# ---- mem_lsu_flat ----
Figure 1. Wire density map (mem_lsu_flat).
The die is cut into 33 by 33 equal tiles; dark blue is low, red is high, scaled to the fullest tile. Values are wire area over tile area, all layers added.
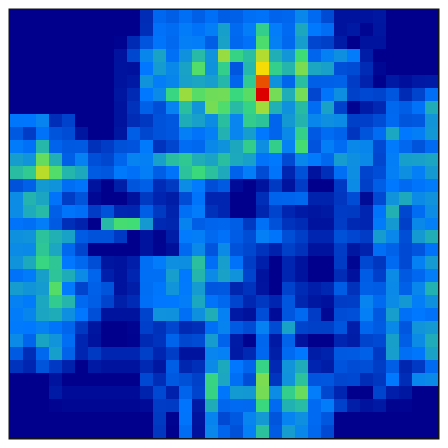
$ cat config.mk
export PLATFORM = sky130hd
export DESIGN_NAME = mem_lsu_flat
export DESIGN_NICKNAME = d
export VERILOG_FILES = /design/src/rtl/mem_lsu_pkg.sv /design/src/rtl/mem_lsu_if.sv /design/src/rtl/mem_lsu_align.sv /design/src/rtl/mem_lsu.sv /design/src/flat_wrapper.sv
export SDC_FILE = /design/constraint.sdc
export NUM_CORES = 1
export LEC_CHECK = 0
export ABC_CLOCK_PERIOD_IN_PS = 2910
export CELL_PAD_IN_SITES_DETAIL_PLACEMENT = 1
export CELL_PAD_IN_SITES_GLOBAL_PLACEMENT = 2
export CORE_MARGIN = 8
export CORE_UTILIZATION = 20
export DETAILED_ROUTE_END_ITERATION = 10
export PLACE_DENSITY = 0.83
export SLEW_MARGIN = 20
export SYNTH_ARGS = -nofsm -noshare
export SYNTH_HDL_FRONTEND = slang
export SYNTH_SLANG_ARGS = --single-unit
$ cat constraint.sdc
create_clock -name clk -period 2.91 [get_ports clk]
set_input_delay 0.4365 -clock clk [delete_from_list [all_inputs] [get_ports clk]]
set_output_delay 0.4365 -clock clk [all_outputs]
set_load 0.1 [all_outputs]
$ cat src/rtl/mem_lsu_pkg.sv
// mem_lsu_pkg: shared funct3 codes, FSM states and exception codes for the MEM-stage LSU
package mem_lsu_pkg;
  typedef enum logic [2:0] {
    OP_B  = 3'b000,
    OP_H  = 3'b001,
    OP_W  = 3'b010,
    OP_BU = 3'b100,
    OP_HU = 3'b101
  } mem_op_t;
  typedef enum logic [1:0] {ST_IDLE, ST_REQ, ST_RSP} state_t;
  localparam logic [1:0] EXC_NONE = 2'b00;
  localparam logic [1:0] EXC_MISAL = 2'b01;
  localparam logic [1:0] EXC_TIMEOUT = 2'b10;
endpackage

$ cat src/rtl/mem_lsu_if.sv
// mem_lsu_if: req/gnt/rvalid data bus between the LSU (master) and memory (slave)
interface mem_lsu_if;
  logic req, we, gnt, rvalid;
  logic [31:0] addr, wdata, rdata;
  logic [3:0] be;
  modport master(output req, we, addr, wdata, be, input gnt, rvalid, rdata);
  modport slave(input req, we, addr, wdata, be, output gnt, rvalid, rdata);
endinterface

$ cat src/rtl/mem_lsu_align.sv
// mem_lsu_align: store lane steering/byte enables, load extract/extend and alignment check
module mem_lsu_align import mem_lsu_pkg::*; (
  input  logic [1:0]  lane,
  input  logic [2:0]  op,
  input  logic [31:0] sdata,
  input  logic [31:0] rdata,
  output logic        aligned,
  output logic [31:0] wdata,
  output logic [31:0] ldata,
  output logic [3:0]  be
);
  logic is_b, is_h;
  logic [7:0] byte_sel;
  logic [15:0] half_sel;
  always_comb begin
    is_b = mem_op_t'({1'b0, op[1:0]}) == OP_B;
    is_h = mem_op_t'({1'b0, op[1:0]}) == OP_H;
    aligned = is_b | (is_h ? !lane[0] : lane == 2'b00);
    wdata = is_b ? {4{sdata[7:0]}} : is_h ? {2{sdata[15:0]}} : sdata;
    be = is_b ? 4'b0001 << lane : is_h ? (lane[1] ? 4'b1100 : 4'b0011) : 4'b1111;
    byte_sel = 8'(rdata >> {lane, 3'b000});
    half_sel = lane[1] ? rdata[31:16] : rdata[15:0];
    ldata = is_b ? {{24{byte_sel[7] & !op[2]}}, byte_sel}
          : is_h ? {{16{half_sel[15] & !op[2]}}, half_sel} : rdata;
  end
endmodule

$ cat src/rtl/mem_lsu.sv
// mem_lsu: MEM-stage load/store unit driving a req/gnt/rvalid bus and the MEM/WB register
module mem_lsu import mem_lsu_pkg::*; #(
  parameter int TIMEOUT = 255,
  parameter int CW = 8
) (
  input  logic        clk,
  input  logic        cpurst,
  input  logic        ex2mem_wr_reg_ffout,
  input  logic [4:0]  ex2mem_wr_regindex_ffout,
  input  logic [31:0] ex2mem_wr_wdata_ffout,
  input  logic [31:0] ex2mem_memaddr_ffout,
  input  logic [31:0] ex2mem_wr_memwdata_ffout,
  input  logic [2:0]  ex2mem_mem_op_ffout,
  input  logic        ex2mem_load_ffout,
  input  logic        ex2mem_store_ffout,
  mem_lsu_if.master   dbus,
  output logic        mem_stall,
  output logic        mem2wb_wr_reg,
  output logic [4:0]  mem2wb_wr_regindex,
  output logic [31:0] mem2wb_wr_wdata,
  output logic [1:0]  mem2wb_exc,
  output logic [31:0] mem2wb_badaddr
);
  state_t state;
  logic [CW-1:0] cnt;
  logic access, aligned, go, done, tmo, wr_ok;
  logic [31:0] st_data, ld_data;
  logic [3:0] be;
  logic [1:0] exc_nx;
  mem_lsu_align u_align (
    .lane(ex2mem_memaddr_ffout[1:0]), .op(ex2mem_mem_op_ffout),
    .sdata(ex2mem_wr_memwdata_ffout), .rdata(dbus.rdata),
    .aligned(aligned), .wdata(st_data), .ldata(ld_data), .be(be)
  );
  // go is gated by cpurst so the request drops the instant reset asserts
  always_comb begin
    access = ex2mem_load_ffout | ex2mem_store_ffout;
    go = state == ST_IDLE & access & aligned & !cpurst;
    done = state == ST_RSP & dbus.rvalid;
    tmo = (TIMEOUT != 0) & state != ST_IDLE & !done & cnt == CW'(TIMEOUT - 1);
    dbus.req = go | state == ST_REQ;
    dbus.we = dbus.req & !ex2mem_load_ffout;
    dbus.addr = dbus.req ? {ex2mem_memaddr_ffout[31:2], 2'b00} : '0;
    dbus.wdata = dbus.req ? st_data : '0;
    dbus.be = dbus.req ? be : '0;
    mem_stall = go | (state != ST_IDLE & !done & !tmo);
    wr_ok = !mem_stall & (!access | (ex2mem_load_ffout & aligned & !tmo));
    exc_nx = (mem_stall | !access) ? EXC_NONE : !aligned ? EXC_MISAL : tmo ? EXC_TIMEOUT : EXC_NONE;
  end
  always_ff @(posedge clk or posedge cpurst) begin
    if (cpurst) begin
      state <= ST_IDLE;
      cnt <= '0;
      mem2wb_wr_reg <= 1'b0;
      mem2wb_wr_regindex <= '0;
      mem2wb_wr_wdata <= '0;
      mem2wb_exc <= EXC_NONE;
      mem2wb_badaddr <= '0;
    end else begin
      cnt <= state == ST_IDLE ? '0 : cnt + 1'b1;
      state <= (done | tmo) ? ST_IDLE : dbus.req ? (dbus.gnt ? ST_RSP : ST_REQ) : state;
      mem2wb_wr_reg <= wr_ok & ex2mem_wr_reg_ffout;
      mem2wb_wr_regindex <= wr_ok ? ex2mem_wr_regindex_ffout : '0;
      mem2wb_wr_wdata <= !wr_ok ? '0 : access ? ld_data : ex2mem_wr_wdata_ffout;
      mem2wb_exc <= exc_nx;
      mem2wb_badaddr <= exc_nx != EXC_NONE ? ex2mem_memaddr_ffout : '0;
    end
  end
endmodule

$ cat src/flat_wrapper.sv
// flat-port wrapper written by rule: the top's interface ports become plain ports
module mem_lsu_flat import mem_lsu_pkg::*;
#(
  parameter int TIMEOUT = 255,
  parameter int CW = 8
)
  (clk, cpurst, ex2mem_wr_reg_ffout, ex2mem_wr_regindex_ffout, ex2mem_wr_wdata_ffout, ex2mem_memaddr_ffout, ex2mem_wr_memwdata_ffout, ex2mem_mem_op_ffout, ex2mem_load_ffout, ex2mem_store_ffout, mem_stall, mem2wb_wr_reg, mem2wb_wr_regindex, mem2wb_wr_wdata, mem2wb_exc, mem2wb_badaddr, dbus_req, dbus_we, dbus_addr, dbus_wdata, dbus_be, dbus_gnt, dbus_rvalid, dbus_rdata);
  mem_lsu_if dbus_i ();
  input  logic clk;
  input  logic cpurst;
  input  logic ex2mem_wr_reg_ffout;
  input  logic [4:0] ex2mem_wr_regindex_ffout;
  input  logic [31:0] ex2mem_wr_wdata_ffout;
  input  logic [31:0] ex2mem_memaddr_ffout;
  input  logic [31:0] ex2mem_wr_memwdata_ffout;
  input  logic [2:0] ex2mem_mem_op_ffout;
  input  logic ex2mem_load_ffout;
  input  logic ex2mem_store_ffout;
  output logic mem_stall;
  output logic mem2wb_wr_reg;
  output logic [4:0] mem2wb_wr_regindex;
  output logic [31:0] mem2wb_wr_wdata;
  output logic [1:0] mem2wb_exc;
  output logic [31:0] mem2wb_badaddr;
  output wire logic [$bits(dbus_i.req)-1:0] dbus_req;
  output wire logic [$bits(dbus_i.we)-1:0] dbus_we;
  output wire logic [$bits(dbus_i.addr)-1:0] dbus_addr;
  output wire logic [$bits(dbus_i.wdata)-1:0] dbus_wdata;
  output wire logic [$bits(dbus_i.be)-1:0] dbus_be;
  input wire logic [$bits(dbus_i.gnt)-1:0] dbus_gnt;
  input wire logic [$bits(dbus_i.rvalid)-1:0] dbus_rvalid;
  input wire logic [$bits(dbus_i.rdata)-1:0] dbus_rdata;
  assign dbus_req = dbus_i.req;
  assign dbus_we = dbus_i.we;
  assign dbus_addr = dbus_i.addr;
  assign dbus_wdata = dbus_i.wdata;
  assign dbus_be = dbus_i.be;
  assign dbus_i.gnt = dbus_gnt;
  assign dbus_i.rvalid = dbus_rvalid;
  assign dbus_i.rdata = dbus_rdata;
  mem_lsu #(.TIMEOUT(TIMEOUT), .CW(CW)) u_core (.clk(clk), .cpurst(cpurst), .ex2mem_wr_reg_ffout(ex2mem_wr_reg_ffout), .ex2mem_wr_regindex_ffout(ex2mem_wr_regindex_ffout), .ex2mem_wr_wdata_ffout(ex2mem_wr_wdata_ffout), .ex2mem_memaddr_ffout(ex2mem_memaddr_ffout), .ex2mem_wr_memwdata_ffout(ex2mem_wr_memwdata_ffout), .ex2mem_mem_op_ffout(ex2mem_mem_op_ffout), .ex2mem_load_ffout(ex2mem_load_ffout), .ex2mem_store_ffout(ex2mem_store_ffout), .dbus(dbus_i), .mem_stall(mem_stall), .mem2wb_wr_reg(mem2wb_wr_reg), .mem2wb_wr_regindex(mem2wb_wr_regindex), .mem2wb_wr_wdata(mem2wb_wr_wdata), .mem2wb_exc(mem2wb_exc), .mem2wb_badaddr(mem2wb_badaddr));
endmodule
==> metrics.cfg <==
[clock_network]
clk_pin_slew_worst_paths_ns = 0.06
postCtsSetupBuffers = 0

[status]
status = finished, final reports clean

[detailed_routing]
drt_iter0_drc = 173
vias = 4733
wl_met2_um = 10300

[global_route]
grt_antenna_before_repair = 1
grtUsageTotal = 0.152
grt_start_max_net_pins = 52

[final_layout]
nets = 912
comb_share = 0.272
clock_cell_area_share = 0.0345

[timing]
clock_skew_ns = 0.00973

[logic_synthesis]
ys_area_um2 = 4510

[critical_path]
crit_fanout = 29
crit_chain = clkdlybuf4s50_1 > a21o_1 > a2111oi_4 > a21oi_4 > buf_12 > a21oi_1 > buf_12

## Picture notes: Figure 1
densest ninth of the die: top middle
nearly empty tiles: 19%
mean over tiles: 0.13
tiles over half the peak: 2.7%
emptiest ninth of the die: top left
fullest tile: 0.70
Detailed Route WL: 21,300 µm
Avg WL per Cell: 20.1 µm

==> what timing repair did <==
action	in CTS	in global routing
endpoints found under the setup margin	0	1
endpoints found under the hold margin	0	0
hold buffers	0	0
resized	0	1
==> worst paths after layout <==
kind	from	endpoint	slack, ns	cells after the start
min in group clk	u_core.cnt[7]$_DFF_PP0_	u_core.cnt[7]$_DFF_PP0_	0.54	2
max in group asynchronous	cpurst	u_core.mem2wb_wr_wdata[13]$_DFF_PP0_	1.82	3
min	cpurst	u_core.mem2wb_badaddr[22]$_DFF_PP0_	0.52	2
max	ex2mem_memaddr_ffout[1]	dbus_wdata[15]	0.11	7
max reg2reg	u_core.cnt[0]$_DFF_PP0_	u_core.mem2wb_wr_wdata[20]$_DFF_PP0_	0.54	6
min reg2reg	u_core.cnt[7]$_DFF_PP0_	u_core.cnt[7]$_DFF_PP0_	0.54	2
==> power breakdown <==
group	total, mW	internal [mW]	leakage (nW)	switching, mW
Sequential	1.35	1.27	1.10	0.0770
Combinational	4.03	1.23	2.55	2.81
Clock	1.17	0.689	0.143	0.476
Total	6.55	3.19	3.80	3.36

# ---- btb_updater ----
File: src/rtl/btb_updater.sv
// Branch resolution check and coalescing BTB write queue.
// Optional statistics counters are enabled with `define BTB_UPDATER_STATS_EN.
module btb_updater #(
  parameter int INDEX_WIDTH = 6,
  parameter int QUEUE_DEPTH = 4
) (
  input  logic                   clk_i,
  input  logic                   rst_ni,
  input  logic                   res_valid_i,
  input  logic [31:0]            res_pc_i,
  input  logic                   res_taken_i,
  input  logic [31:0]            res_target_i,
  input  logic                   pred_taken_i,
  input  logic [31:0]            pred_target_i,
  output logic                   mispredict_o,
  output logic [31:0]            redirect_pc_o,
  output logic                   btb_wren_o,
  input  logic                   btb_wr_ready_i,
  output logic [INDEX_WIDTH-1:0] btb_wr_index_o,
  output logic [29-INDEX_WIDTH:0] btb_wr_tag_o,
  output logic [31:0]            btb_wr_target_o,
  output logic                   q_full_o,
  output logic                   q_empty_o
`ifdef BTB_UPDATER_STATS_EN
  ,
  output logic [31:0]            stat_resolved_o,
  output logic [31:0]            stat_mispred_o,
  output logic [31:0]            stat_dropped_o
`endif
);

  localparam int TW = 30 - INDEX_WIDTH;
  localparam int PW = $clog2(QUEUE_DEPTH);
  localparam int CW = PW + 1;
  localparam logic [CW-1:0] FULL_CNT = CW'(QUEUE_DEPTH);

  logic [INDEX_WIDTH-1:0] idx_p1 [QUEUE_DEPTH];
  logic [TW-1:0]          tag_p1 [QUEUE_DEPTH];
  logic [31:0]            tgt_p1 [QUEUE_DEPTH];
  logic [QUEUE_DEPTH-1:0] vld_p1;
  logic [PW-1:0]          head_q, tail_q;
  logic [CW-1:0]          cnt_q;

  logic [INDEX_WIDTH-1:0] upd_idx_p0;
  logic [TW-1:0]          upd_tag_p0;
  logic                   tgt_diff_p0;
  logic                   upd_p0;
  logic                   deq;
  logic                   hit;
  logic [PW-1:0]          hit_ptr;
  logic                   enq;
  logic                   drop;
  logic                   wr_en;
  logic [PW-1:0]          wr_ptr;

  // Stage p0: resolution compare and queue lookup
  assign upd_idx_p0    = res_pc_i[INDEX_WIDTH+1:2];
  assign upd_tag_p0    = res_pc_i[31:INDEX_WIDTH+2];
  assign tgt_diff_p0   = (res_target_i != pred_target_i);
  assign mispredict_o  = res_valid_i & ((res_taken_i != pred_taken_i) |
                                        (res_taken_i & pred_taken_i & tgt_diff_p0));
  assign redirect_pc_o = res_taken_i ? res_target_i : res_pc_i + 32'd4;
  assign upd_p0        = res_valid_i & res_taken_i & (~pred_taken_i | tgt_diff_p0);

  assign deq = btb_wren_o & btb_wr_ready_i;

  // The head leaving this cycle is excluded so a same-index update survives as a new entry.
  always_comb begin
    hit     = 1'b0;
    hit_ptr = '0;
    for (int i = 0; i < QUEUE_DEPTH; i++) begin
      if (vld_p1[i] && (idx_p1[i] == upd_idx_p0) && !(deq && (PW'(i) == head_q))) begin
        hit     = 1'b1;
        hit_ptr = PW'(i);
      end
    end
  end

  assign enq    = upd_p0 & ~hit & ((cnt_q != FULL_CNT) | deq);
  assign drop   = upd_p0 & ~hit & (cnt_q == FULL_CNT) & ~deq;
  assign wr_en  = upd_p0 & (hit | enq);
  assign wr_ptr = hit ? hit_ptr : tail_q;

  // Stage p1: write queue state
  always_ff @(posedge clk_i or negedge rst_ni) begin
    if (!rst_ni) begin
      head_q <= '0;
      tail_q <= '0;
      cnt_q  <= '0;
      vld_p1 <= '0;
    end else begin
      if (deq) begin
        vld_p1[head_q] <= 1'b0;
        head_q         <= head_q + PW'(1);
      end
      if (enq) begin
        vld_p1[tail_q] <= 1'b1;
        tail_q         <= tail_q + PW'(1);
      end
      cnt_q <= cnt_q + CW'(enq) - CW'(deq);
    end
  end

  always_ff @(posedge clk_i) begin
    if (wr_en) begin
      idx_p1[wr_ptr] <= upd_idx_p0;
      tag_p1[wr_ptr] <= upd_tag_p0;
      tgt_p1[wr_ptr] <= res_target_i;
    end
  end

  // Head fields change only on dequeue or when a new update coalesces into the head.
  assign btb_wren_o      = (cnt_q != '0);
  assign q_empty_o       = (cnt_q == '0);
  assign q_full_o        = (cnt_q == FULL_CNT);
  assign btb_wr_index_o  = idx_p1[head_q];
  assign btb_wr_tag_o    = tag_p1[head_q];
  assign btb_wr_target_o = tgt_p1[head_q];

`ifdef BTB_UPDATER_STATS_EN
  logic [31:0] stat_resolved_q, stat_mispred_q, stat_dropped_q;

  always_ff @(posedge clk_i or negedge rst_ni) begin
    if (!rst_ni) begin
      stat_resolved_q <= '0;
      stat_mispred_q  <= '0;
      stat_dropped_q  <= '0;
    end else begin
      if (res_valid_i)  stat_resolved_q <= stat_resolved_q + 32'd1;
      if (mispredict_o) stat_mispred_q  <= stat_mispred_q + 32'd1;
      if (drop)         stat_dropped_q  <= stat_dropped_q + 32'd1;
    end
  end

  assign stat_resolved_o = stat_resolved_q;
  assign stat_mispred_o  = stat_mispred_q;
  assign stat_dropped_o  = stat_dropped_q;
`else
  logic unused_drop;
  assign unused_drop = drop;
`endif

endmodule

File: config.mk
export PLATFORM = sky130hd
export DESIGN_NAME = btb_updater
export DESIGN_NICKNAME = d
export VERILOG_FILES = /design/src/rtl/btb_updater.sv
export SDC_FILE = /design/constraint.sdc
export NUM_CORES = 1
export LEC_CHECK = 0
export ABC_AREA = 1
export CORE_MARGIN = 5
export CORE_UTILIZATION = 40
export CTS_CLUSTER_SIZE = 24
export DETAILED_ROUTE_END_ITERATION = 8
export PLACE_DENSITY_LB_ADDON = 0.08
export SYNTH_ARGS = -nofsm -noshare
export SYNTH_HDL_FRONTEND = slang
export SYNTH_SLANG_ARGS = --single-unit
File: constraint.sdc
create_clock -name clk_i -period 7.1 [get_ports clk_i]
set_input_delay 1.42 -clock clk_i [delete_from_list [all_inputs] [get_ports clk_i]]
set_output_delay 1.42 -clock clk_i [all_outputs]
set_load 0.05 [all_outputs]
==> metrics.cfg <==
[status]
status = finished, final reports clean

[final_layout]
inv_count = 107
drive_gt1_frac = 0.0694
register_area_um2 = 7730
multi_input_comb_cells = 738
final_layout_top_logic_cells = 248 x edfxtp_1, 221 x nand2_1, 190 x clkdlybuf4s50_1

[logic_synthesis]
netlist_instances = 1154
avgSynthCellArea_um2 = 10.4
area_leaders = edfxtp_1 62%, nand2_1 6.9%, o21ai_0 6.0%
yosys_cells = 1154
simple_gate_area_frac = 0.156
ys_sh_mux = 0
synth-seq-cells = 259
ys_area_um2 = 12000
postSynthSeqShare = 0.644
synthesis.area_um2 = 12000

[power_and_ir_drop]
swShare = 0.422
powerDensity_nw_per_um2 = 410
leakage_nw = 5.73

[hold_path]
hp-class = reg -> reg
worstHoldStart = cnt_q[0]$_DFF_PN0_

[critical_path]
critPathMaxStageDelay_ns = 0.87
cp_top_family = buffers and inverters
reg2reg_slack_ns = 2.59

[global_route]
grt_pass1_vias = 8634
grt_overflow_total = 0
grtUsageTotal = 0.207

[clock_network]
clk_pin_slew_worst_paths_ns = 0.06

[detailed_routing]
vias = 8982
ant_nets = 0
wl_met2_um = 16800
drc = 0

[floorplanning]
die_x_um = 183
rows = 63

[timing]
clock_skew_ns = 0.0104
drv_slew = 0
max_freq_ghz = 0.167

[placed_design]
place_congestion = 0.889
placedInstanceArea_um2 = 14400
port_buffers = 199

-- cells in the mapped netlist, drive strengths merged --
| library cell | n |
|---|---|
| ha | 11 |
| inv | 106 |
| nor2 | 172 |
| fa | 1 |
| xnor2 | 26 |
| nand3 | 20 |
| xor2 | 19 |
| nand4 | 14 |
| o21ai | 149 |
| dfrtp | 11 |
| a21oi | 8 |
| o22ai | 64 |
| clkbuf | 43 |
| nor3 | 14 |
| nor4b | 1 |
| nor4 | 2 |
| nand3b | 3 |
| o21bai | 1 |
| edfxtp | 248 |
| buf | 7 |
| o21a | 1 |
| a22o | 1 |
| a21boi | 1 |
| nand2 | 226 |
| or2 | 1 |
| a31oi | 3 |
| clkinv | 1 |
-- power by group through the flow --
stage | logic (mW) | registers, mW | clock network, mW
final | 2.80 | 1.97 | 1.55
after global routing | 3.00 | 1.99 | 1.65
after CTS | 2.84 | 1.97 | 1.58
after detailed placement | 2.83 | 2.00 | 0
after global placement | 2.83 | 2.00 | 0
after floorplan | 1.86 | 1.95 | 0
-- registers in the layout, summed over array words and instances, names as in the netlist --
signal and cells:
vld_p1 4, tail_q 2, tag_p1 96, tgt_p1 128, idx_p1 24, head_q 2
cnt_q 3
Figure 2. Wire density map (btb_updater).
The die is cut into 37 by 37 equal tiles; dark blue is low, red is high, scaled to the fullest tile. Values are wire area over tile area, all layers added.
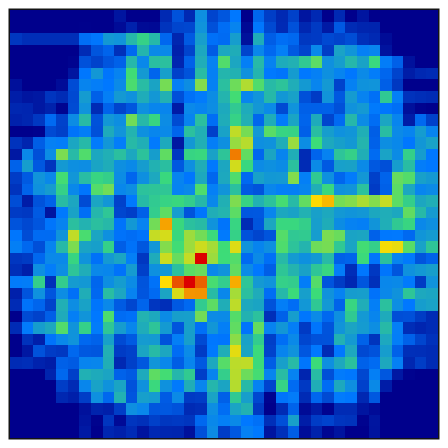
nearly empty tiles: 11%
tiles over half the peak: 8.2%
densest ninth of the die: middle
fullest tile: 0.64

Figure 3. Cell placement (btb_updater).
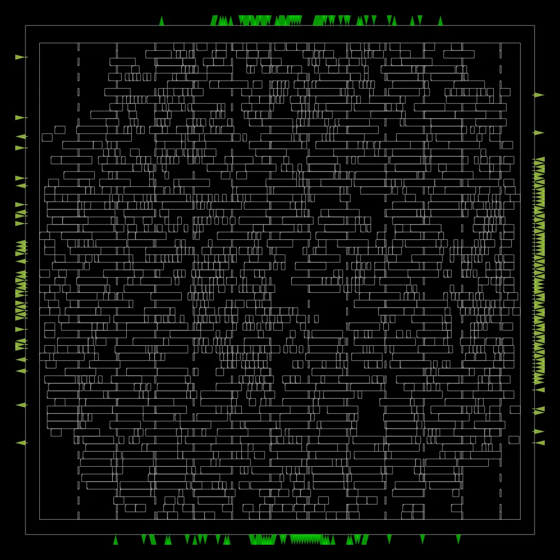
Tapcell Cnt: 390
flop share of the area: 0.501
Layout Utilization: 0.520
flop count: 259
core area: 29,600 µm²


# ---- cache_nway ----
Figure 4. Cells by drive strength (cache_nway).
Bar = 50 µm.
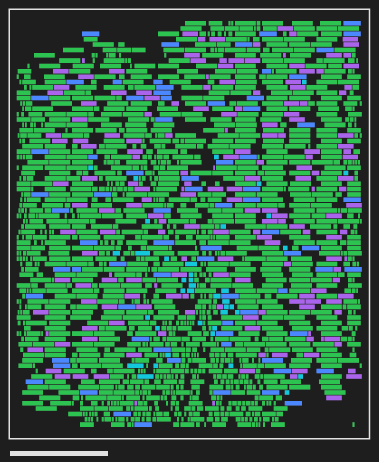
Figure 5. Where the registers sit (cache_nway).
Bar = 50 µm.
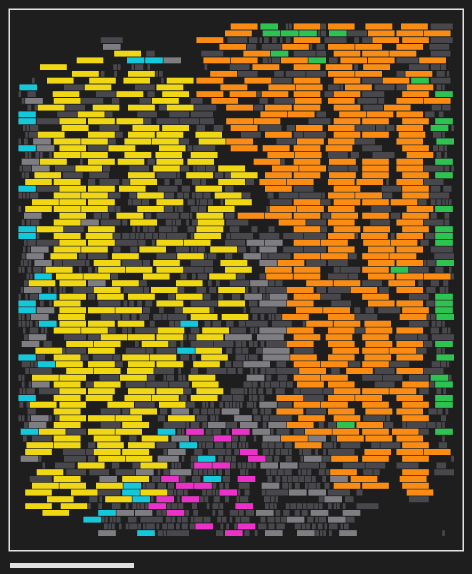
Figure 6. Cell placement (cache_nway).
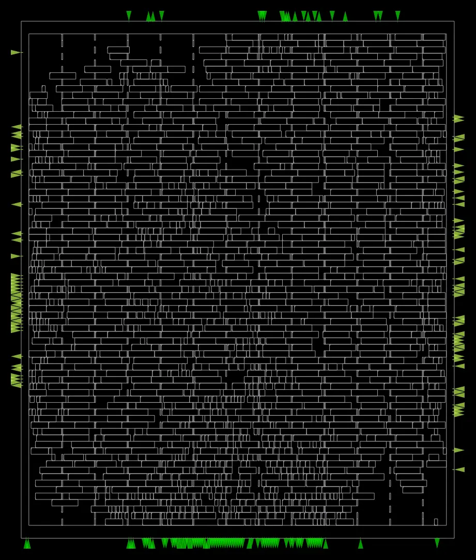
**config.mk**
```make
export PLATFORM = sky130hd
export DESIGN_NAME = cache_nway
export DESIGN_NICKNAME = d
export VERILOG_FILES = /design/src/rtl/cache_pkg.sv /design/src/rtl/cache_lru_set.sv /design/src/rtl/cache_nway.sv
export SDC_FILE = /design/constraint.sdc
export NUM_CORES = 1
export LEC_CHECK = 0
export CAP_MARGIN = 20
export CORE_ASPECT_RATIO = 1.2
export CORE_MARGIN = 3
export CORE_UTILIZATION = 68
export DETAILED_ROUTE_END_ITERATION = 10
export DONT_BUFFER_PORTS = 1
export PLACE_DENSITY = 0.83
export SYNTH_ARGS = -nofsm -noshare
export SYNTH_HDL_FRONTEND = slang
export SYNTH_HIERARCHICAL = 1
export SYNTH_SLANG_ARGS = --single-unit
```
**constraint.sdc**
```tcl
create_clock -name CLK -period 20.8 [get_ports CLK]
set_clock_uncertainty 0.1 [all_clocks]
set_input_delay 5.2 -clock CLK [delete_from_list [all_inputs] [get_ports CLK]]
set_output_delay 5.2 -clock CLK [all_outputs]
set_load 0.01 [all_outputs]
```
**src/rtl/cache_pkg.sv**
```systemverilog
// Shared types and sizing helpers for the instruction-cache family.
// Line layout helpers describe a packed {valid, tag, data} line for later variants.
package cache_pkg;

  typedef enum logic [1:0] {
    IDLE   = 2'd0,
    LOOKUP = 2'd1,
    FILL   = 2'd2,
    INVAL  = 2'd3
  } state_t;

  function automatic int clog2_min1(input int n);
    return (n <= 2) ? 1 : $clog2(n);
  endfunction

  function automatic int idx_w(input int sets);
    return clog2_min1(sets);
  endfunction

  function automatic int tag_w(input int sets);
    return 30 - idx_w(sets);
  endfunction

  function automatic int age_w(input int ways);
    return clog2_min1(ways);
  endfunction

  // Packed line: data in the low bits, tag above it, valid on top.
  function automatic int line_data_lsb();
    return 0;
  endfunction

  function automatic int line_tag_lsb(input int data_w);
    return data_w;
  endfunction

  function automatic int line_valid_bit(input int data_w, input int sets);
    return data_w + tag_w(sets);
  endfunction

  function automatic int line_w(input int data_w, input int sets);
    return data_w + tag_w(sets) + 1;
  endfunction

endpackage

```
**src/rtl/cache_lru_set.sv**
```systemverilog
// True-LRU ages for one set: promotes the accessed way to age 0 and picks the victim.
// Purely combinational; victim is the lowest invalid way, else the oldest way.
module cache_lru_set #(
  parameter int WAYS  = 2,
  parameter int AGE_W = 1
) (
  input  logic [WAYS*AGE_W-1:0] ages,
  input  logic [WAYS-1:0]       valid,
  input  logic [AGE_W-1:0]      acc_way,
  output logic [WAYS*AGE_W-1:0] ages_upd,
  output logic [AGE_W-1:0]      victim
);

  logic [AGE_W-1:0] acc_age;
  logic             found;

  always_comb begin
    acc_age  = ages[acc_way*AGE_W +: AGE_W];
    ages_upd = ages;
    victim   = '0;
    found    = 1'b0;

    for (int w = 0; w < WAYS; w++) begin
      if (!found && !valid[w]) begin
        victim = AGE_W'(w);
        found  = 1'b1;
      end
    end
    if (!found) begin
      for (int w = 0; w < WAYS; w++) begin
        if (ages[w*AGE_W +: AGE_W] == AGE_W'(WAYS - 1)) victim = AGE_W'(w);
      end
    end

    // Ways younger than the accessed one age by one, keeping ages a permutation.
    for (int w = 0; w < WAYS; w++) begin
      if (AGE_W'(w) == acc_way)
        ages_upd[w*AGE_W +: AGE_W] = '0;
      else if (ages[w*AGE_W +: AGE_W] < acc_age)
        ages_upd[w*AGE_W +: AGE_W] = ages[w*AGE_W +: AGE_W] + AGE_W'(1);
    end
  end

endmodule

```
**src/rtl/cache_nway.sv**
```systemverilog
// N-way set-associative one-word-line I-cache with true LRU and a memory fill handshake.
// Hit: data two edges after REQ; miss holds MM_REQ until MM_VALID; REQ/INVALIDATE ignored while BUSY.
module cache_nway
  import cache_pkg::*;
#(
  parameter int WAYS   = 2,
  parameter int SETS   = 4,
  parameter int DATA_W = 32,
  parameter int CNT_W  = 20
) (
  input  logic              CLK,
  input  logic              RESET,
  input  logic              REQ,
  input  logic [31:0]       PC,
  input  logic              INVALIDATE,
  output logic              BUSY,
  output logic              HIT,
  output logic              DATA_VALID,
  output logic [DATA_W-1:0] DATA_CACHE,
  output logic              MM_REQ,
  output logic [31:0]       MM_ADDR,
  input  logic              MM_VALID,
  input  logic [DATA_W-1:0] MM_DATA,
  output logic [CNT_W-1:0]  CNT_HIT,
  output logic [CNT_W-1:0]  CNT_MISS
);

  localparam int IDX_W = idx_w(SETS);
  localparam int TAG_W = tag_w(SETS);
  localparam int AGE_W = age_w(WAYS);

  state_t state_q, state_d;

  logic [29:0]            word_addr_q;
  logic [WAYS-1:0]        valid_q [SETS];
  logic [WAYS*AGE_W-1:0]  age_q   [SETS];
  logic [TAG_W-1:0]       tag_q   [SETS][WAYS];
  logic [DATA_W-1:0]      data_q  [SETS][WAYS];

  logic [IDX_W-1:0]       idx;
  logic [TAG_W-1:0]       tag;
  logic                   hit;
  logic [AGE_W-1:0]       hit_way, acc_way, victim;
  logic [WAYS*AGE_W-1:0]  ages_upd;
  logic                   unused_pc_lsb;

  assign unused_pc_lsb = ^PC[1:0];
  assign idx  = word_addr_q[IDX_W-1:0];
  assign tag  = word_addr_q[29:IDX_W];
  assign BUSY = (state_q != IDLE);

  always_comb begin
    hit     = 1'b0;
    hit_way = '0;
    for (int w = 0; w < WAYS; w++) begin
      if (valid_q[idx][w] && tag_q[idx][w] == tag) begin
        hit     = 1'b1;
        hit_way = AGE_W'(w);
      end
    end
  end

  assign acc_way = (state_q == FILL) ? victim : hit_way;

  cache_lru_set #(
    .WAYS  (WAYS),
    .AGE_W (AGE_W)
  ) u_lru (
    .ages     (age_q[idx]),
    .valid    (valid_q[idx]),
    .acc_way  (acc_way),
    .ages_upd (ages_upd),
    .victim   (victim)
  );

  always_comb begin
    state_d = state_q;
    case (state_q)
      IDLE: begin
        if (INVALIDATE)  state_d = INVAL;
        else if (REQ)    state_d = LOOKUP;
      end
      LOOKUP:  state_d = hit ? IDLE : FILL;
      FILL:    if (MM_VALID) state_d = IDLE;
      INVAL:   state_d = IDLE;
      default: state_d = IDLE;
    endcase
  end

  always_ff @(posedge CLK) begin
    if (!RESET) state_q <= IDLE;
    else        state_q <= state_d;
  end

  always_ff @(posedge CLK) begin
    if (!RESET) begin
      HIT         <= 1'b0;
      DATA_VALID  <= 1'b0;
      DATA_CACHE  <= '0;
      MM_REQ      <= 1'b0;
      MM_ADDR     <= '0;
      CNT_HIT     <= '0;
      CNT_MISS    <= '0;
      word_addr_q <= '0;
      for (int s = 0; s < SETS; s++) begin
        valid_q[s] <= '0;
        for (int w = 0; w < WAYS; w++) age_q[s][w*AGE_W +: AGE_W] <= AGE_W'(w);
      end
    end else begin
      HIT        <= 1'b0;
      DATA_VALID <= 1'b0;
      case (state_q)
        IDLE: if (!INVALIDATE && REQ) word_addr_q <= PC[31:2];
        INVAL: for (int s = 0; s < SETS; s++) valid_q[s] <= '0;
        LOOKUP: begin
          if (hit) begin
            DATA_CACHE <= data_q[idx][hit_way];
            HIT        <= 1'b1;
            DATA_VALID <= 1'b1;
            age_q[idx] <= ages_upd;
            if (~&CNT_HIT) CNT_HIT <= CNT_HIT + CNT_W'(1);
          end else begin
            MM_REQ  <= 1'b1;
            MM_ADDR <= {word_addr_q, 2'b00};
            if (~&CNT_MISS) CNT_MISS <= CNT_MISS + CNT_W'(1);
          end
        end
        FILL: begin
          if (MM_VALID) begin
            valid_q[idx][victim] <= 1'b1;
            age_q[idx]           <= ages_upd;
            DATA_CACHE           <= MM_DATA;
            DATA_VALID           <= 1'b1;
            MM_REQ               <= 1'b0;
          end
        end
        default: ;
      endcase
    end
  end

  // Tag/data storage needs no reset; the valid bits gate every use.
  always_ff @(posedge CLK) begin
    if (RESET && state_q == FILL && MM_VALID) begin
      tag_q[idx][victim]  <= tag;
      data_q[idx][victim] <= MM_DATA;
    end
  end

endmodule

```
==> metrics.cfg <==
[status]
status = finished, final reports clean

[logic_synthesis]
fa_ha_area_frac = 0.00296
flop_cell = edfxtp_1
edf_count = 487
avgSynthCellArea_um2 = 16.4
area_leaders = edfxtp_1 58%, dfxtp_1 12%, mux4_2 10%

[global_route]
grt_overflow_total = 0
grt_antenna_before_repair = 0

[power_and_ir_drop]
seqPwrFrac = 0.536
power_frac_comb = 0.066

[critical_path]
worstSetupPathDepth = 5
cpMostUsedCell = buf_4
crit_start = RESET
r2r_cells = 11
cp-start-kind = primary input

[detailed_routing]
ant_nets = 0
routed_via_density = 6.81

[clock_network]
cts_hold_buf = 0
clk_pin_slew_worst_paths_ns = 0.06

[timing]
drv_slew = 0

[placed_design]
port_buffers = 0

[final_layout]
nets = 1618
n_antenna_cell = 0
comb_area_um2 = 7330

## Picture notes: Figure 4
[drive 2] purple | cells: 180
[drive 1 or less] green | cells: 1,300
[drive 3 to 4] cyan | cells: 39
[drive 6 and up] blue | cells: 74
final setup margin: 13.21 ns
cell area after layout: 27,700 µm²
Plain + repair buffers: 25
Layout area overhead: 9.31%

## Picture notes: Figure 5
[CNT_MISS] magenta | flops: 20 | where: bottom middle
[DATA_CACHE] green | flops: 32
[data_q] orange | flops: 256
[tag_q] yellow | flops: 224
[MM_ADDR] cyan | flops: 30

## Picture notes: Figure 6
Tapcell Cnt: 468
flop count: 635
flop share of the area: 0.635

==> sequential cells by signal, indices dropped and copies added, names as in the netlist, named ones only <==
name,count
CNT_HIT,20
CNT_MISS,20
DATA_CACHE,32
DATA_VALID,1
HIT,1
MM_ADDR,30
MM_REQ,1
age_q,8
data_q,256
state_q,2
tag_q,224
valid_q,8
word_addr_q,30
==> per-layer routing <==
layer / share of wire / track usage / vias up / wire length [µm]
li1: - / - / 6040 / -
met1: 0.37 / 0.366 / 7122 / 20100
met2: 0.51 / 0.471 / 730 / 28200
met3: 0.079 / 0.0457 / 145 / 4350
met4: 0.044 / 0.124 / 0 / 2420
met5: 0 / 0 / - / 0
==> stage by stage <==
step / setup WS (ns) / cells / power, mW
2_1_floorplan: 9.96 / 1548 / 1.58
6_report: 13.21 / 2061 / 2.66
3_5_place_dp: 12.64 / 1949 / 1.62
4_1_cts: 13.25 / 2059 / 2.67
3_3_place_gp: 12.68 / 1949 / 1.62
5_1_grt: 13.13 / 2061 / 2.73

# ---- ao_eval_arbiter ----
Figure 7. Cell placement (ao_eval_arbiter).
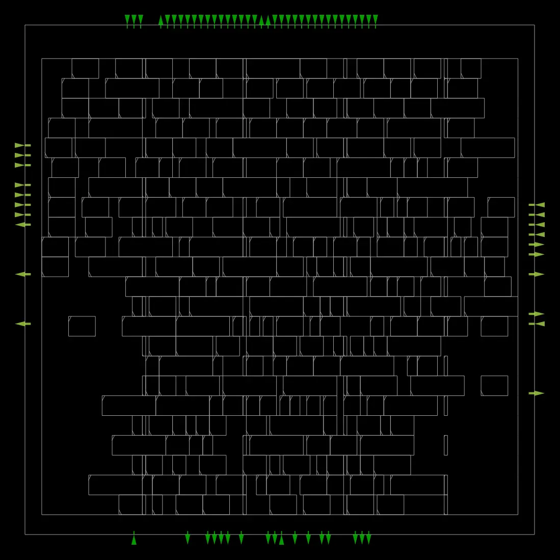
Figure 8. Where the registers sit (ao_eval_arbiter).
Bar = 20 µm.
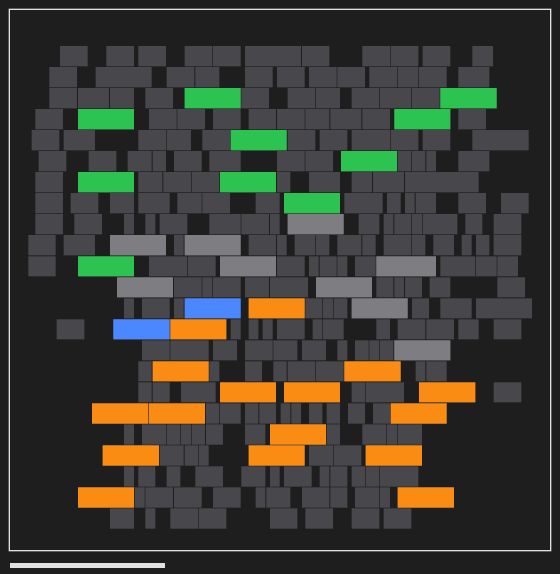
[src/rtl/ao_pkg.sv]
// Shared types and constants for the AND-OR evaluation arbiter.
// The operand vector layout is {p2d,p2c,p2b,p2a,p1f,p1e,p1d,p1c,p1b,p1a}.
package ao_pkg;

  typedef enum logic [1:0] {
    IDLE = 2'd0,
    EVAL = 2'd1,
    RESP = 2'd2
  } state_e;

  localparam int OPND_W = 10;

  localparam int P1A = 0;
  localparam int P1B = 1;
  localparam int P1C = 2;
  localparam int P1D = 3;
  localparam int P1E = 4;
  localparam int P1F = 5;
  localparam int P2A = 6;
  localparam int P2B = 7;
  localparam int P2C = 8;
  localparam int P2D = 9;

endpackage

[src/rtl/ao_eval_unit.sv]
// Combinational 7458-style AND-OR unit: a 3-input AND-OR section (p1)
// and a 2-input AND-OR section (p2).
module ao_eval_unit
  import ao_pkg::*;
(
  input  logic [OPND_W-1:0] opnd_i,
  output logic              p1y_o,
  output logic              p2y_o
);

  assign p1y_o = (opnd_i[P1A] & opnd_i[P1B] & opnd_i[P1C]) |
                 (opnd_i[P1D] & opnd_i[P1E] & opnd_i[P1F]);
  assign p2y_o = (opnd_i[P2A] & opnd_i[P2B]) |
                 (opnd_i[P2C] & opnd_i[P2D]);

endmodule

[src/rtl/ao_eval_arbiter.sv]
// Round-robin arbiter sharing one AND-OR evaluation unit between N_REQ
// requesters; one request in flight, result held under valid/ready.
module ao_eval_arbiter
  import ao_pkg::*;
#(
  parameter int N_REQ = 4,
  parameter int ID_W  = 2,
  parameter int CNT_W = 16
) (
  input  logic                    clk,
  input  logic                    rst,
  input  logic [N_REQ-1:0]        req_valid,
  input  logic [N_REQ*OPND_W-1:0] req_data,
  output logic [N_REQ-1:0]        req_ready,
  output logic                    rsp_valid,
  input  logic                    rsp_ready,
  output logic [ID_W-1:0]         rsp_id,
  output logic                    rsp_p1y,
  output logic                    rsp_p2y,
  output logic                    busy,
  output logic [CNT_W-1:0]        done_count
);

  state_e              state_q;
  logic [ID_W-1:0]     rr_ptr_q, rr_ptr_d;
  logic [OPND_W-1:0]   opnd_q;
  logic [ID_W-1:0]     own_id_q;
  logic                rsp_valid_q;
  logic [ID_W-1:0]     rsp_id_q;
  logic                rsp_p1y_q, rsp_p2y_q;
  logic [CNT_W-1:0]    done_count_q;

  logic                found;
  logic [ID_W-1:0]     win_id;
  logic [ID_W-1:0]     idx;
  logic [OPND_W-1:0]   win_opnd;
  logic                eval_p1y, eval_p2y;

  // First valid requester at or after rr_ptr, wrapping modulo N_REQ.
  always_comb begin
    found  = 1'b0;
    win_id = '0;
    idx    = '0;
    for (int k = 0; k < N_REQ; k++) begin
      idx = ID_W'((int'(rr_ptr_q) + k) % N_REQ);
      if (!found && req_valid[idx]) begin
        found  = 1'b1;
        win_id = idx;
      end
    end
    rr_ptr_d = (int'(win_id) == N_REQ - 1) ? '0 : win_id + ID_W'(1);
  end

  assign win_opnd  = req_data[int'(win_id)*OPND_W +: OPND_W];
  // No accept is offered while reset is held, so nothing is lost.
  assign req_ready = (state_q == IDLE && found && !rst) ?
                     (N_REQ'(1) << win_id) : '0;

  ao_eval_unit u_eval (
    .opnd_i (opnd_q),
    .p1y_o  (eval_p1y),
    .p2y_o  (eval_p2y)
  );

  always_ff @(posedge clk) begin
    if (rst) begin
      state_q      <= IDLE;
      rr_ptr_q     <= '0;
      opnd_q       <= '0;
      own_id_q     <= '0;
      rsp_valid_q  <= 1'b0;
      rsp_id_q     <= '0;
      rsp_p1y_q    <= 1'b0;
      rsp_p2y_q    <= 1'b0;
      done_count_q <= '0;
    end else begin
      case (state_q)
        IDLE: begin
          if (found) begin
            opnd_q   <= win_opnd;
            own_id_q <= win_id;
            rr_ptr_q <= rr_ptr_d;
            state_q  <= EVAL;
          end
        end
        EVAL: begin
          rsp_p1y_q   <= eval_p1y;
          rsp_p2y_q   <= eval_p2y;
          rsp_id_q    <= own_id_q;
          rsp_valid_q <= 1'b1;
          state_q     <= RESP;
        end
        RESP: begin
          if (rsp_ready) begin
            rsp_valid_q  <= 1'b0;
            done_count_q <= done_count_q + CNT_W'(1);
            state_q      <= IDLE;
          end
        end
        default: state_q <= IDLE;
      endcase
    end
  end

  assign rsp_valid  = rsp_valid_q;
  assign rsp_id     = rsp_id_q;
  assign rsp_p1y    = rsp_p1y_q;
  assign rsp_p2y    = rsp_p2y_q;
  assign busy       = (state_q != IDLE);
  assign done_count = done_count_q;

endmodule

[config.mk]
export PLATFORM = sky130hd
export DESIGN_NAME = ao_eval_arbiter
export DESIGN_NICKNAME = d
export VERILOG_FILES = /design/src/rtl/ao_pkg.sv /design/src/rtl/ao_eval_unit.sv /design/src/rtl/ao_eval_arbiter.sv
export SDC_FILE = /design/constraint.sdc
export NUM_CORES = 1
export LEC_CHECK = 0
export CAP_MARGIN = 20
export CORE_MARGIN = 2
export CORE_UTILIZATION = 43
export CTS_CLUSTER_SIZE = 30
export DETAILED_ROUTE_END_ITERATION = 6
export PLACE_DENSITY = 0.9
export SKIP_LAST_GASP = 1
export SLEW_MARGIN = 20
export SYNTH_ARGS = -nofsm -noshare
export SYNTH_HDL_FRONTEND = slang
export SYNTH_HIERARCHICAL = 1
export SYNTH_SLANG_ARGS = --single-unit
[constraint.sdc]
create_clock -name clk -period 2.23 [get_ports clk]
set_input_delay 0.223 -clock clk [delete_from_list [all_inputs] [get_ports clk]]
set_output_delay 0.223 -clock clk [all_outputs]
set_load 0.05 [all_outputs]
==> metrics.cfg <==
[placed_design]
place_inst = 317
dp_hpwl_um = 3680

[timing]
rsz0062_at_grt = false

[detailed_routing]
wl_per_cell_um = 15.4
drc = 0

[flow_run]
warning_count = 27

[final_layout]
multi_input_comb_cells = 144
layout_top_cell = clkdlybuf4s50_1
final_layout_top_logic_cells = 68 x clkdlybuf4s50_1, 36 x dfxtp_1, 25 x nor2_1
clock_cell_area_share = 0.0361

[hold_path]
min_path_cells = 2
hp-class = reg -> reg

[logic_synthesis]
flop_cell = dfxtp_1
synthesis.area_um2 = 1870
edf_count = 0
synth.logic.top_family = simple AND/OR/NAND/NOR gates
ys_async_sr_fraction = 0
top_area_cell = dfxtp_1
fa_ha_area_frac = 0.0201

[floorplanning]
die_h_um = 69.9

[critical_path]
reg2reg_slack_ns = 0.19
cp-start-kind = primary input

[clock_network]
cts-root-buf = clkbuf_8
cts_resized = 0
clock-sinks = 37

[global_route]
grt_pass1_wl_um = 7910
grt_pass1_vias = 1651

[status]
status = finished, final reports clean

[power_and_ir_drop]
leakage_nw = 1.08

Notes on Figure 7 above:
# rows: 23
flop count: 37
flop share of the area: 0.264
Final Non-Filler Cells: 327
Tapcell Cnt: 50

Notes on Figure 8 above:
[rsp_id] blue | flops: 2
[done_count] orange | flops: 16
[opnd_q] green | flops: 10
not coloured: 9
FF+latch area: 742 µm²
sequential power: 0.763 mW
Layout Utilization: 0.686

[layer usage]
| layer | vias up | part of all wire | global-route usage | wire [µm] |
|---|---|---|---|---|
| met5 | - | 0 | 0 | 0 |
| met4 | 0 | 0.016 | 0.0833 | 78 |
| met3 | 7 | 0.049 | 0.0317 | 244 |
| met2 | 44 | 0.49 | 0.334 | 2480 |
| met1 | 843 | 0.44 | 0.262 | 2220 |
| li1 | 874 | - | - | - |
[stage by stage]
| stage | utilization | instance area (µm²) |
|---|---|---|
| detailed placement | 0.657 | 2690 |
| finish | 0.686 | 2810 |
| CTS | 0.686 | 2800 |
| floorplan | - | 1870 |
| global placement | 0.657 | 2690 |
| global route | 0.686 | 2810 |
[where the power goes]
| part | leakage, nW | switching (mW) | internal [mW] | total [mW] |
|---|---|---|---|---|
| logic | 0.719 | 0.221 | 0.256 | 0.478 |
| clock network | 0.0542 | 0.243 | 0.279 | 0.522 |
| registers | 0.302 | 0.0444 | 0.719 | 0.763 |
[worst max-delay path, cell delays in order]
cell and delay, ns:
clkdlybuf4s50_1 0.52, buf_4 0.17, a21oi_1 0.08, o21ai_1 0.13, o2bb2a_2 0.27, nor3_1 0.24, buf_4 0.19, buf_12 0.13

# ---- memory_arbiter_flat ----
Figure 9. Cells by drive strength (memory_arbiter_flat).
Bar = 20 µm.
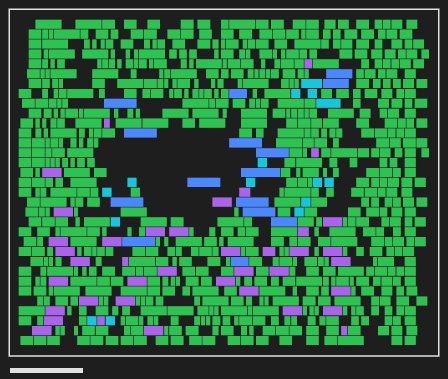
Figure 10. Clock wires, drivers and flops (memory_arbiter_flat).
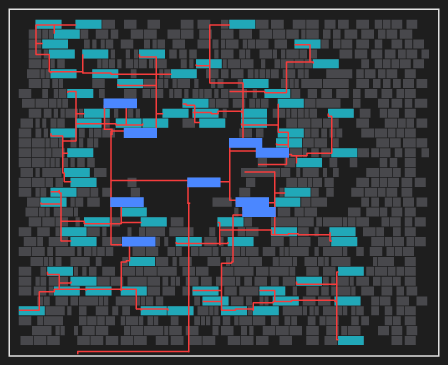
Figure 11. Wire density map (memory_arbiter_flat).
The die is cut into 24 by 19 equal tiles; dark blue is low, red is high, scaled to the fullest tile. Values are wire area over tile area, all layers added.
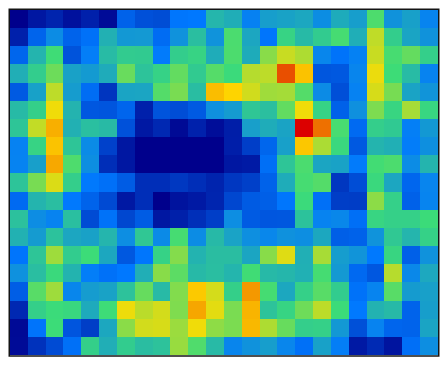
$ cat config.mk
export PLATFORM = sky130hd
export DESIGN_NAME = memory_arbiter_flat
export DESIGN_NICKNAME = d
export VERILOG_FILES = /design/src/rtl/memory_arbiter_if.sv /design/src/rtl/memory_arbiter.sv /design/src/flat_wrapper.sv
export SDC_FILE = /design/constraint.sdc
export NUM_CORES = 1
export LEC_CHECK = 0
export CORE_ASPECT_RATIO = 0.8
export CORE_MARGIN = 2
export CORE_UTILIZATION = 40
export CTS_CLUSTER_SIZE = 24
export DETAILED_ROUTE_END_ITERATION = 6
export PLACE_DENSITY = 0.89
export SYNTH_ARGS = -nofsm -noshare
export SYNTH_HDL_FRONTEND = slang
export SYNTH_SLANG_ARGS = --single-unit
export TNS_END_PERCENT = 1
$ cat constraint.sdc
create_clock -name CLK -period 3.6 [get_ports CLK]
set_input_delay 0.9 -clock CLK [delete_from_list [all_inputs] [get_ports CLK]]
set_output_delay 0.9 -clock CLK [all_outputs]
set_load 0.02 [all_outputs]
$ cat src/rtl/memory_arbiter_if.sv
// Bundles the instruction/data request ports and the single-ported RAM bus.
// The arbiter takes the slave view; the environment drives through the master view.
interface memory_arbiter_if;
  logic        iREN;
  logic [31:0] iaddr;
  logic        dREN;
  logic        dWEN;
  logic [31:0] daddr;
  logic [31:0] dstore;
  logic        ihit;
  logic [31:0] iload;
  logic        dhit;
  logic [31:0] dload;
  logic        iwait;
  logic        dwait;
  logic        ramREN;
  logic        ramWEN;
  logic [31:0] ramaddr;
  logic [31:0] ramstore;
  logic [31:0] ramload;
  logic [1:0]  ramstate;
  logic        err;

  modport slave (
    input  iREN, iaddr, dREN, dWEN, daddr, dstore, ramload, ramstate,
    output ihit, iload, dhit, dload, iwait, dwait,
           ramREN, ramWEN, ramaddr, ramstore, err
  );

  modport master (
    output iREN, iaddr, dREN, dWEN, daddr, dstore, ramload, ramstate,
    input  ihit, iload, dhit, dload, iwait, dwait,
           ramREN, ramWEN, ramaddr, ramstore, err
  );
endinterface

$ cat src/rtl/memory_arbiter.sv
// Serialises instruction fetches and data accesses onto one RAM port, data first,
// with a per-transaction watchdog that aborts accesses the RAM never completes.
module memory_arbiter #(
  parameter int WAIT_MAX = 15
) (
  input  logic            CLK,
  input  logic            RST,
  memory_arbiter_if.slave bus
);

  localparam int CW = $clog2(WAIT_MAX + 1);
  localparam logic [CW-1:0] CNT_MAX = CW'(WAIT_MAX);
  localparam logic [1:0] RAM_ACCESS = 2'd2;
  localparam logic [1:0] RAM_ERROR  = 2'd3;

  typedef enum logic [1:0] {
    IDLE = 2'd0,
    DACC = 2'd1,
    IACC = 2'd2
  } state_t;

  state_t        state;
  state_t        nextState;
  logic [31:0]   addrReg;
  logic [31:0]   storeReg;
  logic          opWrite;
  logic [CW-1:0] waitCnt;
  logic          errReg;

  logic timeout;
  logic granted;
  logic aborted;
  logic iHit;
  logic dHit;
  logic dataWrite;

  always_ff @(posedge CLK) begin
    if (RST) state <= IDLE;
    else     state <= nextState;
  end

  // The watchdog is checked before ACCESS so a timed-out transaction never hits.
  always_comb begin
    nextState = state;
    granted   = 1'b0;
    aborted   = 1'b0;
    timeout   = (waitCnt == CNT_MAX);
    case (state)
      IDLE: begin
        if (bus.dWEN || bus.dREN) nextState = DACC;
        else if (bus.iREN)        nextState = IACC;
      end
      DACC, IACC: begin
        if (timeout || bus.ramstate == RAM_ERROR) begin
          aborted   = 1'b1;
          nextState = IDLE;
        end else if (bus.ramstate == RAM_ACCESS) begin
          granted   = 1'b1;
          nextState = IDLE;
        end
      end
      default: nextState = IDLE;
    endcase

    iHit      = granted && (state == IACC);
    dHit      = granted && (state == DACC);
    dataWrite = (state == DACC) && opWrite;

    bus.ihit     = iHit;
    bus.dhit     = dHit;
    bus.iload    = iHit ? bus.ramload : 32'd0;
    bus.dload    = (dHit && !opWrite) ? bus.ramload : 32'd0;
    bus.iwait    = bus.iREN && !iHit;
    bus.dwait    = (bus.dREN || bus.dWEN) && !dHit;
    bus.ramREN   = (state == IACC) || ((state == DACC) && !opWrite);
    bus.ramWEN   = dataWrite;
    bus.ramaddr  = (state != IDLE) ? addrReg : 32'd0;
    bus.ramstore = dataWrite ? storeReg : 32'd0;
    bus.err      = errReg;
  end

  // Request capture happens only in IDLE, so a withdrawn request cannot disturb
  // the transaction already on the RAM.
  always_ff @(posedge CLK) begin
    if (RST) begin
      addrReg  <= 32'd0;
      storeReg <= 32'd0;
      opWrite  <= 1'b0;
      waitCnt  <= '0;
      errReg   <= 1'b0;
    end else begin
      if (state == IDLE) begin
        waitCnt <= '0;
        if (bus.dWEN || bus.dREN) begin
          addrReg  <= bus.daddr;
          storeReg <= bus.dstore;
          opWrite  <= bus.dWEN;
        end else if (bus.iREN) begin
          addrReg <= bus.iaddr;
          opWrite <= 1'b0;
        end
      end else if (bus.ramstate != RAM_ACCESS && !timeout) begin
        waitCnt <= waitCnt + CW'(1);
      end
      if (aborted) errReg <= 1'b1;
    end
  end

endmodule
$ cat src/flat_wrapper.sv
// flat-port wrapper written by rule: the top's interface ports become plain ports
module memory_arbiter_flat 
#(
  parameter int WAIT_MAX = 15
)
  (CLK, RST, bus_iREN, bus_iaddr, bus_dREN, bus_dWEN, bus_daddr, bus_dstore, bus_ramload, bus_ramstate, bus_ihit, bus_iload, bus_dhit, bus_dload, bus_iwait, bus_dwait, bus_ramREN, bus_ramWEN, bus_ramaddr, bus_ramstore, bus_err);
  memory_arbiter_if bus_i ();
  input  logic CLK;
  input  logic RST;
  input wire logic [$bits(bus_i.iREN)-1:0] bus_iREN;
  input wire logic [$bits(bus_i.iaddr)-1:0] bus_iaddr;
  input wire logic [$bits(bus_i.dREN)-1:0] bus_dREN;
  input wire logic [$bits(bus_i.dWEN)-1:0] bus_dWEN;
  input wire logic [$bits(bus_i.daddr)-1:0] bus_daddr;
  input wire logic [$bits(bus_i.dstore)-1:0] bus_dstore;
  input wire logic [$bits(bus_i.ramload)-1:0] bus_ramload;
  input wire logic [$bits(bus_i.ramstate)-1:0] bus_ramstate;
  output wire logic [$bits(bus_i.ihit)-1:0] bus_ihit;
  output wire logic [$bits(bus_i.iload)-1:0] bus_iload;
  output wire logic [$bits(bus_i.dhit)-1:0] bus_dhit;
  output wire logic [$bits(bus_i.dload)-1:0] bus_dload;
  output wire logic [$bits(bus_i.iwait)-1:0] bus_iwait;
  output wire logic [$bits(bus_i.dwait)-1:0] bus_dwait;
  output wire logic [$bits(bus_i.ramREN)-1:0] bus_ramREN;
  output wire logic [$bits(bus_i.ramWEN)-1:0] bus_ramWEN;
  output wire logic [$bits(bus_i.ramaddr)-1:0] bus_ramaddr;
  output wire logic [$bits(bus_i.ramstore)-1:0] bus_ramstore;
  output wire logic [$bits(bus_i.err)-1:0] bus_err;
  assign bus_i.iREN = bus_iREN;
  assign bus_i.iaddr = bus_iaddr;
  assign bus_i.dREN = bus_dREN;
  assign bus_i.dWEN = bus_dWEN;
  assign bus_i.daddr = bus_daddr;
  assign bus_i.dstore = bus_dstore;
  assign bus_i.ramload = bus_ramload;
  assign bus_i.ramstate = bus_ramstate;
  assign bus_ihit = bus_i.ihit;
  assign bus_iload = bus_i.iload;
  assign bus_dhit = bus_i.dhit;
  assign bus_dload = bus_i.dload;
  assign bus_iwait = bus_i.iwait;
  assign bus_dwait = bus_i.dwait;
  assign bus_ramREN = bus_i.ramREN;
  assign bus_ramWEN = bus_i.ramWEN;
  assign bus_ramaddr = bus_i.ramaddr;
  assign bus_ramstore = bus_i.ramstore;
  assign bus_err = bus_i.err;
  memory_arbiter #(.WAIT_MAX(WAIT_MAX)) u_core (.CLK(CLK), .RST(RST), .bus(bus_i));
endmodule
==> metrics.cfg <==
[floorplanning]
die_h_um = 95.1

[global_route]
grt_start_max_net_pins = 51
grt_pass1_vias = 4522

[flow_run]
warning_count = 28

[power_and_ir_drop]
powerDensity_nw_per_um2 = 399
vdd.ir_drop.worst_mv = 0.245
leakage_nw = 3.06

[logic_synthesis]
yosysMostFrequentCell = nand2_1
synth.cellmix.compoundShare = 0.226
fa_ha_area_frac = 0.0121
yosys_cells = 523
edf_count = 0
flop_cell = dfxtp_1
synth.lib_cells_used.distinct = 37

[critical_path]
reg2reg_slack_ns = 1.36
crit_chain = clkdlybuf4s50_1 > nand3b_1 > nor2_2 > and2_1 > clkdlybuf4s50_1
cp-start-kind = primary input
critPathMaxStageDelay_ns = 0.61

[clock_network]
cts-root-buf = clkbuf_16
cts_tree = yes
clockBufferDepth = 2
clk_pin_slew_worst_paths_ns = 0.05
clock-sinks = 72

[final_layout]
final_layout_top_logic_cells = 202 x clkdlybuf4s50_1, 96 x nand2_1, 72 x dfxtp_1
layout_top_cell = clkdlybuf4s50_1
fin_area_um2 = 7120

[detailed_routing]
routed_via_density = 5.12
dr.pass1.iters = 4

[hold_path]
worstHoldEndpoint = u_core.storeReg[30]$_SDFFE_PP0P_

[timing]
fin_crit_ns = 3.53
tightest_slew_ns = 0.852
relSlewSlack = 0.432
layout_setup_ws_ns = 0.0703

[placed_design]
port_buffers = 269

[status]
status = finished, final reports clean

Notes on Figure 9 above:
[drive 6 and up] blue | cells: 15
[drive 2] purple | cells: 39
[drive 1 or less] green | cells: 704
[drive 3 to 4] cyan | cells: 15

Notes on Figure 10 above:
[flip-flops] cyan | count: 72
[cells driving clock nets] blue | count: 9
[clock wires] red | length: 905 µm
routed clock nets: 10

Notes on Figure 11 above:
mean over tiles: 0.21
tiles over half the peak: 22%
fullest tile: 0.59
via count: 4,694
GRT Overall Usage: 0.243
Detailed Route WL: 14,700 µm
Avg WL per Cell: 16.0 µm

critical path: cells and delay by family:
| family | cells | cell delay, ns |
|---|---|---|
| AND/OR/NAND/NOR | 3 | 0.69 |
| buffers and inverters | 2 | 1.03 |
metal layers:
layer / up-vias / share of wire / track usage
met5: - / 0 / 0
met2: 213 / 0.54 / 0.467
met4: 0 / 0.033 / 0.133
met1: 2179 / 0.36 / 0.251
met3: 36 / 0.067 / 0.0526
li1: 2266 / - / -
through the flow:
stage,hold WS [ns],TNS [ns]
floorplan,0.432,0
global placement,0.438,-2.94
detailed placement,0.444,-7.54
CTS,0.451,0
global route,0.464,-0.0107
finish,0.451,0
report_power, final:
group | switching (mW) | total [mW] | internal [mW]
clock network | 0.328 | 0.900 | 0.572
registers | 0.0554 | 0.975 | 0.919
logic | 0.524 | 0.967 | 0.443
total | 0.908 | 2.84 | 1.93
final cells by class:
cell class	count	area, µm²
inverter	5	18.8
tap	140	175
clock buffer	11	253
antenna	3	7.51
fill	833	3040
sequential	72	1440
multi-input combinational	397	2420
clock inverter	5	55.1
timing repair buffer	283	2750
what timing repair did:
action                     4_1_cts  5_1_grt
setup endpoints to repair       65        2
setup buffers                    0        0
gates resized                   65        2
pin swaps                        0        1


## Gallery

Where the registers sit.
shot_01.png
Bar = 50 µm.
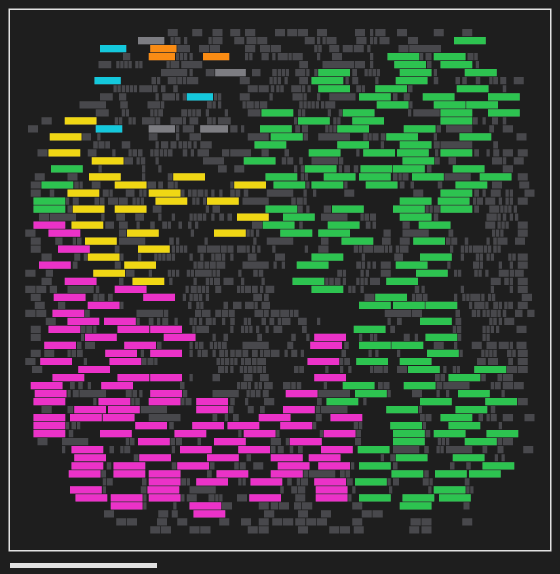
shot_02.png
Bar = 20 µm.
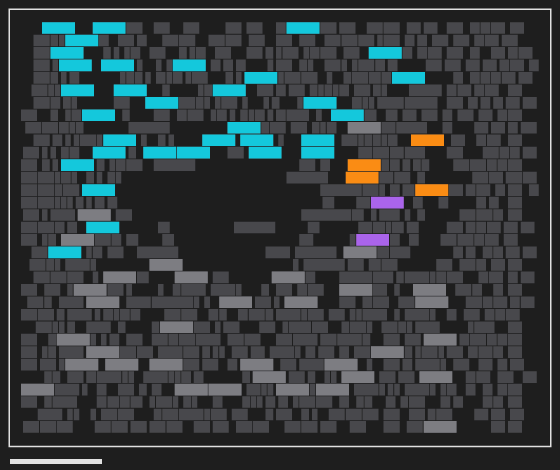
shot_03.png
Bar = 50 µm.
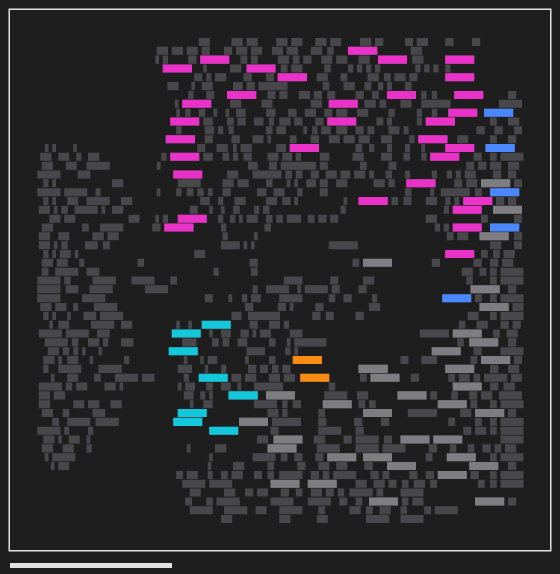
shot_03.png comes from mem_lsu_flat.
shot_02.png comes from memory_arbiter_flat.
shot_01.png comes from btb_updater.

No activity file was given, so power comes from the tool's default toggle rates.
